######## stack_addr_unit ########
stack_addr_unit/cell_density.png
The bar under the picture is 20 um long. The die is cut into 6 by 9 equal tiles; dark blue is low, red is high, 0 to 100% covered.
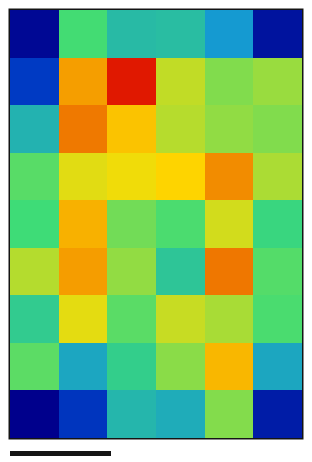

<file path="src/rtl/stack_addr_unit.sv">
// Stack address unit: owns the stack pointer, steers the memory address and
// write data from the control FSM strobes, and guards the stack region with
// sticky overflow/underflow/conflict flags plus a high-water-mark depth.
module stack_addr_unit #(
  parameter int              ADDR_W   = 8,
  parameter int              DATA_W   = 8,
  parameter logic [ADDR_W-1:0] SP_TOP   = 8'hFF,
  parameter logic [ADDR_W-1:0] SP_LIMIT = 8'hC0
) (
  input  logic              CLK,
  input  logic              RESET,
  input  logic              FETCH,
  input  logic              STORE_MEM,
  input  logic              LOAD_SP,
  input  logic              SP_INC,
  input  logic              SP_DEC,
  input  logic              SP_ADDR,
  input  logic              DO_JSR,
  input  logic              CLR_FLAGS,
  input  logic [ADDR_W-1:0] PC,
  input  logic [ADDR_W-1:0] IRL,
  input  logic [DATA_W-1:0] AC,
  output logic [ADDR_W-1:0] MEM_ADDR,
  output logic [DATA_W-1:0] MEM_WDATA,
  output logic              MEM_WE,
  output logic [ADDR_W-1:0] SP,
  output logic [ADDR_W-1:0] DEPTH,
  output logic [ADDR_W-1:0] HWM,
  output logic              SP_OVF,
  output logic              SP_UNF,
  output logic              SP_CONFLICT,
  output logic              FAULT
);

  localparam logic [ADDR_W-1:0] ONE = {{(ADDR_W-1){1'b0}}, 1'b1};

  logic [ADDR_W-1:0] sp_q;
  logic [ADDR_W-1:0] sp_next;
  logic [ADDR_W-1:0] sp_minus1;
  logic [ADDR_W-1:0] hwm_q;
  logic [ADDR_W-1:0] depth_next;
  logic              ovf_q, unf_q, conf_q;
  logic              set_ovf, set_unf, set_conf;
  logic              dec_blk, inc_blk, conflict;

  // Depth below the empty-stack position; an SP loaded above SP_TOP reads as empty.
  function automatic logic [ADDR_W-1:0] depth_of(input logic [ADDR_W-1:0] sp);
    return (sp > SP_TOP) ? '0 : SP_TOP - sp;
  endfunction

  assign sp_minus1 = sp_q - ONE;
  assign dec_blk   = SP_DEC & (sp_q <= SP_LIMIT);
  assign inc_blk   = SP_INC & (sp_q >= SP_TOP);
  assign conflict  = SP_INC & SP_DEC;

  // Address mux: a push addresses the pre-decremented slot in the same cycle,
  // while a pop reads the current top before SP moves at the closing posedge.
  always_comb begin
    if (SP_ADDR && SP_DEC)  MEM_ADDR = sp_minus1;
    else if (SP_ADDR)       MEM_ADDR = sp_q;
    else if (FETCH)         MEM_ADDR = PC;
    else                    MEM_ADDR = IRL;
  end

  assign MEM_WDATA = DO_JSR ? DATA_W'(PC) : AC;
  // A blocked or conflicting push must not corrupt memory below the stack limit.
  assign MEM_WE    = STORE_MEM & ~dec_blk & ~conflict;

  // Next-SP selection and the flag events it raises.
  always_comb begin
    // NOTE: every combinational output gets a default first, so no path leaves
    // it unassigned and no latch is inferred.
    sp_next  = sp_q;
    set_ovf  = 1'b0;
    set_unf  = 1'b0;
    set_conf = 1'b0;
    if (LOAD_SP) begin
      sp_next = IRL;
    end else if (conflict) begin
      set_conf = 1'b1;
    end else if (SP_DEC) begin
      if (dec_blk) set_ovf = 1'b1;
      else         sp_next = sp_minus1;
    end else if (SP_INC) begin
      if (inc_blk) set_unf = 1'b1;
      else         sp_next = sp_q + ONE;
    end
  end

  assign depth_next = depth_of(sp_next);

  // Stack pointer, sticky flags and high-water mark; clear beats same-cycle set,
  // and the high-water mark re-accumulates from the cycle after a clear.
  always_ff @(posedge CLK or posedge RESET) begin
    if (RESET) begin
      sp_q   <= SP_TOP;
      hwm_q  <= '0;
      ovf_q  <= 1'b0;
      unf_q  <= 1'b0;
      conf_q <= 1'b0;
    end else begin
      // NOTE: non-blocking assignments keep every register reading the
      // pre-edge values, independent of statement order.
      sp_q <= sp_next;
      if (CLR_FLAGS) begin
        hwm_q  <= '0;
        ovf_q  <= 1'b0;
        unf_q  <= 1'b0;
        conf_q <= 1'b0;
      end else begin
        if (depth_next > hwm_q) hwm_q <= depth_next;
        if (set_ovf)  ovf_q  <= 1'b1;
        if (set_unf)  unf_q  <= 1'b1;
        if (set_conf) conf_q <= 1'b1;
      end
    end
  end

  assign SP          = sp_q;
  assign DEPTH       = depth_of(sp_q);
  assign HWM         = hwm_q;
  assign SP_OVF      = ovf_q;
  assign SP_UNF      = unf_q;
  assign SP_CONFLICT = conf_q;
  assign FAULT       = ovf_q | unf_q | conf_q;

endmodule

</file>
<file path="config.mk">
export PLATFORM = sky130hd
export DESIGN_NAME = stack_addr_unit
export DESIGN_NICKNAME = d
export VERILOG_FILES = /design/src/rtl/stack_addr_unit.sv
export SDC_FILE = /design/constraint.sdc
export NUM_CORES = 1
export LEC_CHECK = 0
export ABC_AREA = 1
export CORE_ASPECT_RATIO = 1.5
export CORE_MARGIN = 2
export CORE_UTILIZATION = 43
export CTS_CLUSTER_DIAMETER = 200
export CTS_CLUSTER_SIZE = 25
export DETAILED_ROUTE_END_ITERATION = 12
export PLACE_DENSITY = 0.93
export SYNTH_ARGS = -nofsm -noshare
export SYNTH_HDL_FRONTEND = slang
export SYNTH_SLANG_ARGS = --single-unit
</file>
<file path="constraint.sdc">
create_clock -name CLK -period 3.55 [get_ports CLK]
set_input_delay 0.355 -clock CLK [delete_from_list [all_inputs] [get_ports CLK]]
set_output_delay 0.355 -clock CLK [all_outputs]
set_load 0.05 [all_outputs]
</file>
######## apb_req_arbiter ########
$ cat src/rtl/apb_req_arbiter.sv
// Round-robin arbiter sharing one apb_master request port among NUM_REQ requesters.
// The winner's request is registered and held on the master port until completion.
module apb_req_arbiter #(
  parameter int unsigned NUM_REQ    = 4,
  parameter int unsigned ADDR_WIDTH = 32,
  parameter int unsigned DATA_WIDTH = 32
) (
  input  logic                          i_clk_apb,
  input  logic                          i_rst_apb,
  input  logic [NUM_REQ-1:0]            i_req_valid,
  output logic [NUM_REQ-1:0]            o_req_ready,
  input  logic [NUM_REQ*ADDR_WIDTH-1:0] i_req_addr,
  input  logic [NUM_REQ-1:0]            i_req_rd0_wr1,
  input  logic [NUM_REQ*DATA_WIDTH-1:0] i_req_wr_data,
  output logic [NUM_REQ-1:0]            o_req_rd_valid,
  output logic [DATA_WIDTH-1:0]         o_req_rd_data,
  output logic [NUM_REQ-1:0]            o_grant,
  output logic                          o_m_valid,
  input  logic                          i_m_ready,
  output logic [ADDR_WIDTH-1:0]         o_m_addr,
  output logic                          o_m_rd0_wr1,
  output logic [DATA_WIDTH-1:0]         o_m_wr_data,
  input  logic                          i_m_rd_valid,
  input  logic [DATA_WIDTH-1:0]         i_m_rd_data
);

  localparam int unsigned PtrW = (NUM_REQ > 1) ? $clog2(NUM_REQ) : 1;

  typedef enum logic [1:0] {StIdle, StBusy, StRdWait} state_e;

  state_e                state_q, state_d;
  logic [PtrW-1:0]       ptr_q, ptr_d;
  logic [NUM_REQ-1:0]    grant_q, grant_d;
  logic                  m_valid_q, m_valid_d;
  logic [ADDR_WIDTH-1:0] addr_q, addr_d;
  logic                  wr_q, wr_d;
  logic [DATA_WIDTH-1:0] wdata_q, wdata_d;

  logic                  found;
  logic [PtrW-1:0]       win;
  int unsigned           idx;
  logic                  rd_ret;

  // First valid requester at or after the pointer, wrapping.
  always_comb begin
    found = 1'b0;
    win   = '0;
    idx   = 0;
    for (int unsigned i = 0; i < NUM_REQ; i++) begin
      idx = (32'(ptr_q) + i) % NUM_REQ;
      if (!found && i_req_valid[idx[PtrW-1:0]]) begin
        found = 1'b1;
        win   = idx[PtrW-1:0];
      end
    end
  end

  always_comb begin
    state_d   = state_q;
    ptr_d     = ptr_q;
    grant_d   = grant_q;
    m_valid_d = m_valid_q;
    addr_d    = addr_q;
    wr_d      = wr_q;
    wdata_d   = wdata_q;
    unique case (state_q)
      StIdle: begin
        if (found) begin
          grant_d   = NUM_REQ'(1) << win;
          addr_d    = i_req_addr[win*ADDR_WIDTH +: ADDR_WIDTH];
          wr_d      = i_req_rd0_wr1[win];
          wdata_d   = i_req_wr_data[win*DATA_WIDTH +: DATA_WIDTH];
          m_valid_d = 1'b1;
          state_d   = StBusy;
          ptr_d     = (win == PtrW'(NUM_REQ - 1)) ? '0 : win + PtrW'(1);
        end
      end
      StBusy: begin
        if (i_m_ready) begin
          m_valid_d = 1'b0;
          // Read data arriving with the handshake finishes the read in one step.
          if (wr_q || i_m_rd_valid) begin
            state_d = StIdle;
            grant_d = '0;
          end else begin
            state_d = StRdWait;
          end
        end
      end
      StRdWait: begin
        if (i_m_rd_valid) begin
          state_d = StIdle;
          grant_d = '0;
        end
      end
      default: state_d = StIdle;
    endcase
  end

  always_ff @(posedge i_clk_apb) begin
    if (i_rst_apb) begin
      state_q   <= StIdle;
      ptr_q     <= '0;
      grant_q   <= '0;
      m_valid_q <= 1'b0;
      addr_q    <= '0;
      wr_q      <= 1'b0;
      wdata_q   <= '0;
    end else begin
      state_q   <= state_d;
      ptr_q     <= ptr_d;
      grant_q   <= grant_d;
      m_valid_q <= m_valid_d;
      addr_q    <= addr_d;
      wr_q      <= wr_d;
      wdata_q   <= wdata_d;
    end
  end

  assign rd_ret = i_m_rd_valid && !wr_q && (state_q == StBusy || state_q == StRdWait);

  assign o_req_ready    = (state_q == StBusy && i_m_ready) ? grant_q : '0;
  assign o_req_rd_valid = rd_ret ? grant_q : '0;
  assign o_req_rd_data  = rd_ret ? i_m_rd_data : '0;
  assign o_grant        = grant_q;
  assign o_m_valid      = m_valid_q;
  assign o_m_addr       = addr_q;
  assign o_m_rd0_wr1    = wr_q;
  assign o_m_wr_data    = wdata_q;

endmodule
$ cat config.mk
export PLATFORM = sky130hd
export DESIGN_NAME = apb_req_arbiter
export DESIGN_NICKNAME = d
export VERILOG_FILES = /design/src/rtl/apb_req_arbiter.sv
export SDC_FILE = /design/constraint.sdc
export NUM_CORES = 1
export LEC_CHECK = 0
export CAP_MARGIN = 20
export CORE_AREA = 4 4 158 160
export DETAILED_ROUTE_END_ITERATION = 10
export DIE_AREA = 0 0 162 164
export GPL_TIMING_DRIVEN = 0
export PLACE_DENSITY = 0.54
export SLEW_MARGIN = 30
export SYNTH_ARGS = -nofsm -noshare
export SYNTH_HDL_FRONTEND = slang
export SYNTH_SLANG_ARGS = --single-unit
$ cat constraint.sdc
create_clock -name i_clk_apb -period 3.5 [get_ports i_clk_apb]
set_clock_uncertainty 0.2 [all_clocks]
set_input_delay 0.7 -clock i_clk_apb [delete_from_list [all_inputs] [get_ports i_clk_apb]]
set_output_delay 0.7 -clock i_clk_apb [all_outputs]
set_load 0.01 [all_outputs]

==> notes/layouts.md <==
Pictures saved along the way, in no particular order.

Metal 1.
shot_01.png
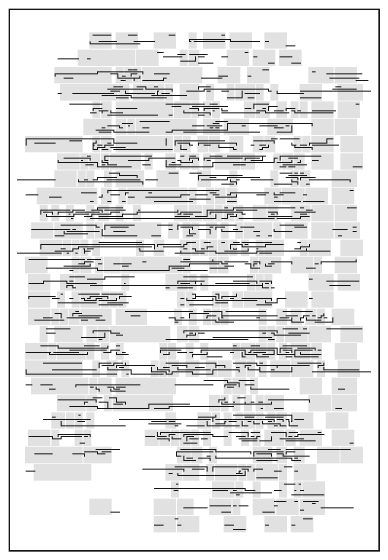
shot_02.png
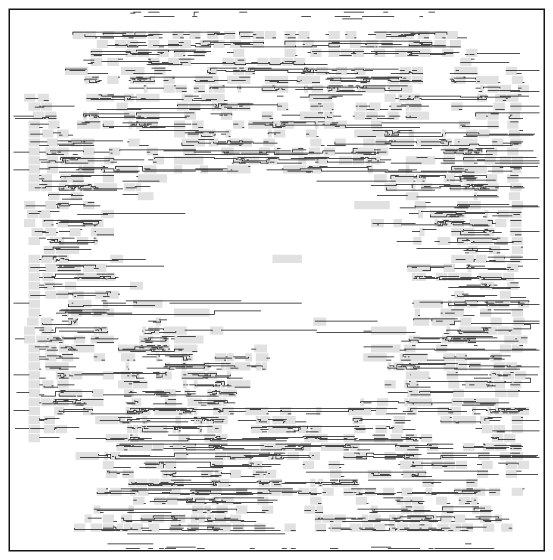
- apb_req_arbiter = shot_02.png
- stack_addr_unit = shot_01.png

stack_addr_unit/layer_met4.png
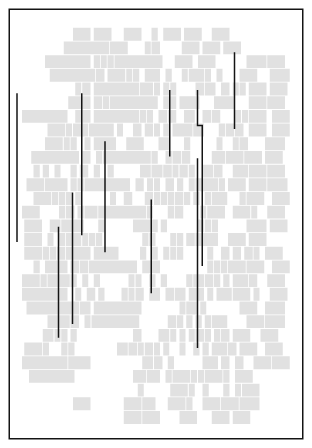
main direction	vertical
share of all routed wire	4.0%
nets with wire on the layer	9

## Picture notes: stack_addr_unit/cell_density.png
mean over tiles	54%
fullest tile	97%
emptiest ninth of the die	lower left
nearly empty tiles	3.7%
starting density of the core: 0.447
Core Area: 4210 sq um
core utilization of the finished layout: 0.651

==> run notes, stack_addr_unit <==
The run has ended; figures from its reports follow.

The maximum level of the CTS H-tree is 1. Global route summary, busiest routing layer listed as met2. The count of tool warnings is 27. The overall power is 1120 uW.

The clock share of power is 0.134. The number of nets at floorplan came out at 333. Clock tree synthesis selected as its root buffer the cell sky130_fd_sc_hd__clkbuf_8. The total of clock buffers placed in the layout came out at 3.

The tree built by TritonCTS fans out to 19 sinks. In the detailed route, the total length drawn on met2 is 3160 um. The most critical setup path has its startpoint at SP_DEC. The source of the worst register-to-register timing path is SP[0]. The sequential logic power is 298 uW. The final weighted congestion in routability-driven placement is 1.01. The cell count of the worst hold path came out at 2. The area of all placed cells without fillers came out at 2740 sq um. The run finished with clean final reports.

The maximum fanout along the worst path is 13. The share of total power dissipated in sequential elements is 0.266. The total buffers and inverters traversed by the critical path came out at 3. Setup slack on the critical path of the routed design comes to 0.229 ns.

The kind of cell with the highest combined delay along the critical path is buffers and inverters. The most area-hungry cell class in the final design is multi-input combinational cells. The die is 85.1 um tall.

The commonest cells after synthesis are 79 x sky130_fd_sc_hd__nand2_1, 45 x sky130_fd_sc_hd__inv_1, 26 x sky130_fd_sc_hd__nand3_1, 26 x sky130_fd_sc_hd__nor2_1. The power dissipated by switching net loads is 555 uW. The number of gates resized after CTS is 0.

The most used logic cell in the final layout is sky130_fd_sc_hd__nand2_1.
apb_req_arbiter/layer_met4.png
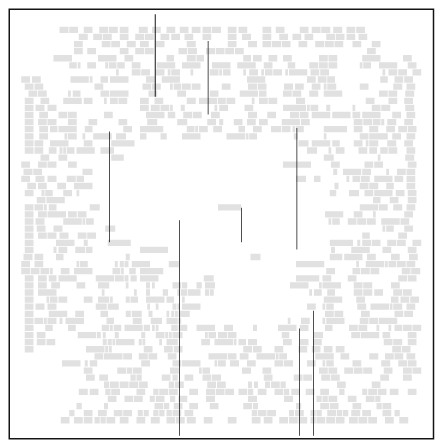
wire length on this layer	331 um
share of all routed wire	1.4%
count of vias placed by the detailed router: 5,278
total detailed-routing wirelength: 23,300 um

apb_req_arbiter/congestion.png
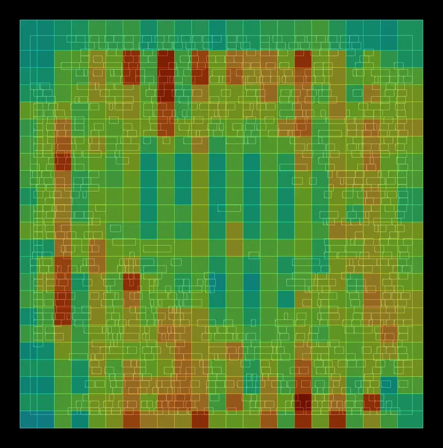
global routing usage on met3: 0.0462
global routing met2 resource utilization: 0.295

==> run notes, apb_req_arbiter <==
The run has ended; figures from its reports follow.

The critical-path cell with the highest stage delay is sky130_fd_sc_hd__clkdlybuf4s50_1. Yosys attributes the largest share of cell area to sky130_fd_sc_hd__dfxtp_1 32%, sky130_fd_sc_hd__mux2i_1 28%, sky130_fd_sc_hd__o221ai_1 12%, sky130_fd_sc_hd__nand2_1 6.2%, sky130_fd_sc_hd__and2_1 4.9%. The overall die width is 162 um. Per the final layout report, the fraction of cells sized above drive strength 1 comes to 0.0683. The post-synth design cell area is 4610 sq um. By instance count, the cell type seen most on the critical path is sky130_fd_sc_hd__clkdlybuf4s50_1. The source of the worst register-to-register timing path is ptr_q[1]. The power report lists the clock group at 1120 uW.

After the last flow step, the layout net total stands at 1,211. The flow ran to the end, and the final reports show no timing, DRC or antenna violations. TritonCTS built the clock tree. The first-pass GRT wire length is 33,900 um. The sequential logic power came out at 1160 uW. The largest power group is combinational cells. The multi-input combinational area share is 0.294.

######## partition_trace_capture_flat ########
partition_trace_capture_flat/layer_met1.png
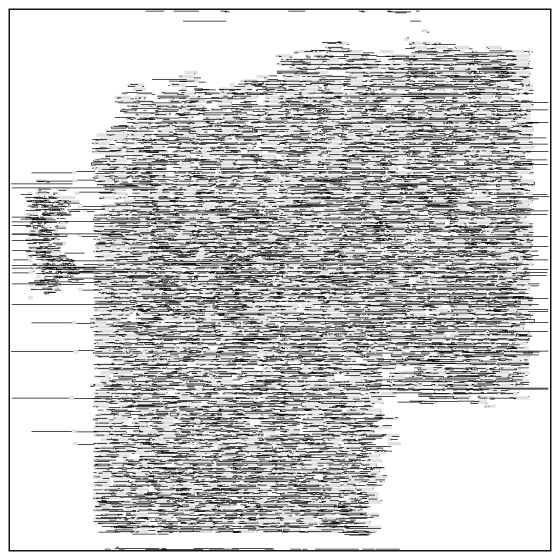
partition_trace_capture_flat/layer_met2.png
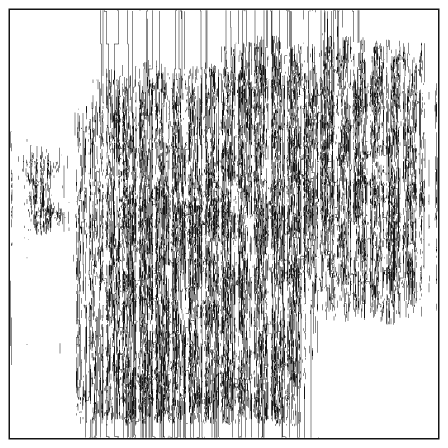
partition_trace_capture_flat/layer_met4.png
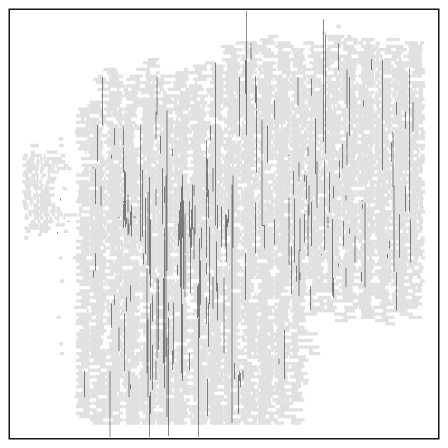
`src/rtl/partition_trace_capture_if.sv`:
```
// rtl/partition_trace_capture_if.sv - capture, record-stream and status signals of partition_trace_capture
//
// Purpose: groups the completion snoop inputs, the 32-bit record word stream
//   and the occupancy/drop status into one bundle.
// Modports:
//   master - the trace capture block: takes enable/cap_*/out_ready,
//            drives out_valid/out_data/out_last/fifo_count/drop_count.
//   slave  - the environment (partition core + record sink), opposite directions.
interface partition_trace_capture_if #(
  parameter int FIFO_DEPTH = 8
);
  localparam int CW = $clog2(FIFO_DEPTH) + 1;

  logic          enable;
  logic          cap_valid;
  logic [7:0]    cap_opcode;
  logic [63:0]   cap_region;
  logic [7:0]    cap_num_modules;
  logic [31:0]   cap_mu_discovery;
  logic [31:0]   cap_mu_execution;
  logic [31:0]   cap_mu_cost;
  logic          out_valid;
  logic [31:0]   out_data;
  logic          out_last;
  logic          out_ready;
  logic [CW-1:0] fifo_count;
  logic [15:0]   drop_count;

  modport master (
    input  enable, cap_valid, cap_opcode, cap_region, cap_num_modules,
           cap_mu_discovery, cap_mu_execution, cap_mu_cost, out_ready,
    output out_valid, out_data, out_last, fifo_count, drop_count
  );

  modport slave (
    output enable, cap_valid, cap_opcode, cap_region, cap_num_modules,
           cap_mu_discovery, cap_mu_execution, cap_mu_cost, out_ready,
    input  out_valid, out_data, out_last, fifo_count, drop_count
  );
endinterface

```
`src/rtl/partition_trace_capture.sv`:
```
// rtl/partition_trace_capture.sv - timestamps partition-op completions and streams them as 6-word records
//
// Purpose: each enabled cap_valid pulse becomes one record tagged with a
//   16-bit step number, held in a FIFO_DEPTH-entry FIFO and sent as six
//   32-bit words: {step,opcode,num_modules}, region lo, region hi,
//   mu_discovery, mu_execution, mu_cost. Records arriving on a full FIFO are
//   dropped and counted (saturating), but still consume a step number.
// Ports:
//   clk - rising-edge clock
//   rst - synchronous active-high reset
//   bus - partition_trace_capture_if.master (capture inputs, record stream, status)
module partition_trace_capture #(
  parameter int FIFO_DEPTH = 8
) (
  input logic                       clk,
  input logic                       rst,
  partition_trace_capture_if.master bus
);
  localparam int AW = $clog2(FIFO_DEPTH);
  localparam int CW = AW + 1;

  typedef logic [5:0][31:0] rec_t;
  typedef enum logic {ST_IDLE, ST_SEND} state_e;

  rec_t          mem_q [FIFO_DEPTH];
  logic [AW-1:0] wr_ptr_q, rd_ptr_q;
  logic [CW-1:0] count_q, count_d;
  logic [15:0]   step_q, drop_q;
  state_e        state_q, state_d;
  logic [2:0]    idx_q, idx_d;

  logic  cap, send, hs, last_word, pop, full, push;
  rec_t  rec_in, head;
  logic [31:0] word;

  assign cap       = bus.enable & bus.cap_valid;
  assign send      = (state_q == ST_SEND);
  assign hs        = send & bus.out_ready;
  assign last_word = send & (idx_q == 3'd5);
  assign pop       = hs & last_word;
  assign full      = (count_q == CW'(FIFO_DEPTH));
  // A pop in the same cycle frees the slot the incoming record needs.
  assign push      = cap & (~full | pop);

  // Word 0 sits in the lowest lane so word n is simply lane n.
  assign rec_in = {bus.cap_mu_cost, bus.cap_mu_execution, bus.cap_mu_discovery,
                   bus.cap_region[63:32], bus.cap_region[31:0],
                   step_q, bus.cap_opcode, bus.cap_num_modules};

  always_comb begin
    count_d = count_q;
    if (push && !pop) begin
      count_d = count_q + 1'b1;
    end else if (pop && !push) begin
      count_d = count_q - 1'b1;
    end
  end

  // count_d is used so a record captured this cycle is presented right after
  // the edge, and a record pushed alongside a pop keeps SEND without a bubble.
  always_comb begin
    state_d = state_q;
    idx_d   = idx_q;
    case (state_q)
      ST_IDLE: begin
        if (count_d != '0) begin
          state_d = ST_SEND;
          idx_d   = 3'd0;
        end
      end
      ST_SEND: begin
        if (hs) begin
          if (last_word) begin
            idx_d   = 3'd0;
            state_d = (count_d != '0) ? ST_SEND : ST_IDLE;
          end else begin
            idx_d = idx_q + 3'd1;
          end
        end
      end
      default: begin
        state_d = ST_IDLE;
        idx_d   = 3'd0;
      end
    endcase
  end

  assign head = mem_q[rd_ptr_q];

  always_comb begin
    word = '0;
    case (idx_q)
      3'd0:    word = head[0];
      3'd1:    word = head[1];
      3'd2:    word = head[2];
      3'd3:    word = head[3];
      3'd4:    word = head[4];
      3'd5:    word = head[5];
      default: word = '0;
    endcase
  end

  assign bus.out_valid  = send;
  assign bus.out_data   = send ? word : 32'h0;
  assign bus.out_last   = last_word;
  assign bus.fifo_count = count_q;
  assign bus.drop_count = drop_q;

  always_ff @(posedge clk) begin
    if (rst) begin
      state_q  <= ST_IDLE;
      idx_q    <= 3'd0;
      wr_ptr_q <= '0;
      rd_ptr_q <= '0;
      count_q  <= '0;
      step_q   <= 16'd0;
      drop_q   <= 16'd0;
    end else begin
      state_q <= state_d;
      idx_q   <= idx_d;
      count_q <= count_d;
      if (push) begin
        wr_ptr_q <= wr_ptr_q + 1'b1;
      end
      if (pop) begin
        rd_ptr_q <= rd_ptr_q + 1'b1;
      end
      // Dropped captures still advance step, leaving a visible gap.
      if (cap) begin
        step_q <= step_q + 16'd1;
      end
      if (cap && !push && drop_q != 16'hFFFF) begin
        drop_q <= drop_q + 16'd1;
      end
    end
  end

  // Storage has no reset; occupancy is tracked by the pointers and count.
  always_ff @(posedge clk) begin
    if (!rst && push) begin
      mem_q[wr_ptr_q] <= rec_in;
    end
  end
endmodule
```
`src/flat_wrapper.sv`:
```
// flat-port wrapper written by rule: the top's interface ports become plain ports
module partition_trace_capture_flat 
#(
  parameter int FIFO_DEPTH = 8
)
  (clk, rst, bus_enable, bus_cap_valid, bus_cap_opcode, bus_cap_region, bus_cap_num_modules, bus_cap_mu_discovery, bus_cap_mu_execution, bus_cap_mu_cost, bus_out_ready, bus_out_valid, bus_out_data, bus_out_last, bus_fifo_count, bus_drop_count);
  partition_trace_capture_if #(.FIFO_DEPTH(FIFO_DEPTH)) bus_i ();
  input logic clk;
  input logic rst;
  input wire logic [$bits(bus_i.enable)-1:0] bus_enable;
  input wire logic [$bits(bus_i.cap_valid)-1:0] bus_cap_valid;
  input wire logic [$bits(bus_i.cap_opcode)-1:0] bus_cap_opcode;
  input wire logic [$bits(bus_i.cap_region)-1:0] bus_cap_region;
  input wire logic [$bits(bus_i.cap_num_modules)-1:0] bus_cap_num_modules;
  input wire logic [$bits(bus_i.cap_mu_discovery)-1:0] bus_cap_mu_discovery;
  input wire logic [$bits(bus_i.cap_mu_execution)-1:0] bus_cap_mu_execution;
  input wire logic [$bits(bus_i.cap_mu_cost)-1:0] bus_cap_mu_cost;
  input wire logic [$bits(bus_i.out_ready)-1:0] bus_out_ready;
  output wire logic [$bits(bus_i.out_valid)-1:0] bus_out_valid;
  output wire logic [$bits(bus_i.out_data)-1:0] bus_out_data;
  output wire logic [$bits(bus_i.out_last)-1:0] bus_out_last;
  output wire logic [$bits(bus_i.fifo_count)-1:0] bus_fifo_count;
  output wire logic [$bits(bus_i.drop_count)-1:0] bus_drop_count;
  assign bus_i.enable = bus_enable;
  assign bus_i.cap_valid = bus_cap_valid;
  assign bus_i.cap_opcode = bus_cap_opcode;
  assign bus_i.cap_region = bus_cap_region;
  assign bus_i.cap_num_modules = bus_cap_num_modules;
  assign bus_i.cap_mu_discovery = bus_cap_mu_discovery;
  assign bus_i.cap_mu_execution = bus_cap_mu_execution;
  assign bus_i.cap_mu_cost = bus_cap_mu_cost;
  assign bus_i.out_ready = bus_out_ready;
  assign bus_out_valid = bus_i.out_valid;
  assign bus_out_data = bus_i.out_data;
  assign bus_out_last = bus_i.out_last;
  assign bus_fifo_count = bus_i.fifo_count;
  assign bus_drop_count = bus_i.drop_count;
  partition_trace_capture #(.FIFO_DEPTH(FIFO_DEPTH)) u_core (.clk(clk), .rst(rst), .bus(bus_i));
endmodule
```
`config.mk`:
```
export PLATFORM = sky130hd
export DESIGN_NAME = partition_trace_capture_flat
export DESIGN_NICKNAME = d
export VERILOG_FILES = /design/src/rtl/partition_trace_capture_if.sv /design/src/rtl/partition_trace_capture.sv /design/src/flat_wrapper.sv
export SDC_FILE = /design/constraint.sdc
export NUM_CORES = 1
export LEC_CHECK = 0
export ABC_CLOCK_PERIOD_IN_PS = 28300
export CORE_MARGIN = 10
export CORE_UTILIZATION = 55
export DETAILED_ROUTE_END_ITERATION = 10
export GPL_ROUTABILITY_DRIVEN = 0
export PLACE_DENSITY = 0.87
export SLEW_MARGIN = 20
export SYNTH_ARGS = -nofsm -noshare
export SYNTH_HDL_FRONTEND = slang
export SYNTH_SLANG_ARGS = --single-unit
```
`constraint.sdc`:
```
create_clock -name clk -period 28.3 [get_ports clk]
set_clock_uncertainty 0.15 [all_clocks]
set_input_delay 7.075 -clock clk [delete_from_list [all_inputs] [get_ports clk]]
set_output_delay 7.075 -clock clk [all_outputs]
set_load 0.02 [all_outputs]
```
==> run notes <==
The run has ended; figures from its reports follow.

The flow ran to the end, and the final reports show no timing, DRC or antenna violations. The layout inverter count without the clock tree is 12. Max-slew check failures listed in the final report amount to 0. The routed metal-1 wire length is 53,400 um. The global-route met3 utilization is 0.0698. The number of non-clock buffers came out at 286.

The net count after synthesis is 3,100. The count of state elements after synthesis came out at 1,585. Counting along the longest clock path gives a buffer depth of 3. The multi-input combinational area share came out at 0.185. u_core.mem_q holds more flip-flops than any other register. Port buffering added 234 buffers.

Yosys attributes the largest share of cell area to sky130_fd_sc_hd__edfxtp_1 76%, sky130_fd_sc_hd__mux4_2 11%, sky130_fd_sc_hd__mux2i_1 3.8%, sky130_fd_sc_hd__dfxtp_1 1.6%, sky130_fd_sc_hd__a22oi_1 0.90%. The remaining number of nets flagged by the antenna check after routing came out at 0. The endpoint identified for the worst register-to-register timing path is u_core.mem_q[7][23]. Per the post-CTS timing run, clock transition at the registers of the reported paths is 0.06 ns. The share of the clock period used by the worst path came out at 0.503. The total of clock buffers placed in the layout came out at 193. The initial antenna violation count was 39. The overall die size recorded for this design is 124,000 sq um.

The largest power group is sequential cells. The path category of the worst min-delay check is flip-flop to flip-flop. The report puts the hold buffer count at CTS at 0. The count of inserted antenna diode cells came out at 23.

The cell depth of the worst setup path came out at 9. The area fraction in mux cells came out at 0.147. Among all flip-flop cells after synthesis, the most frequent one is sky130_fd_sc_hd__edfxtp_1. The headroom to the max-slew limit is 0.153. The setup fix buffers added after clock tree synthesis is 0. The arrival time reported for the critical path endpoint is 7.01 ns.
About partition_trace_capture_flat/layer_met1.png:
main direction	horizontal
share of all routed wire	34%
longest straight run	94.8 um
total detailed-routing wirelength: 158,000 um
met1 track utilization from global routing: 0.311

About partition_trace_capture_flat/layer_met2.png:
wire length on this layer	79.1 mm
share of all routed wire	50%

About partition_trace_capture_flat/layer_met4.png:
longest straight run	196 um
main direction	vertical
nets with wire on the layer	147
count of vias placed by the detailed router: 32,200


Power figures rest on the tool's default switching activity, not on a simulated workload.
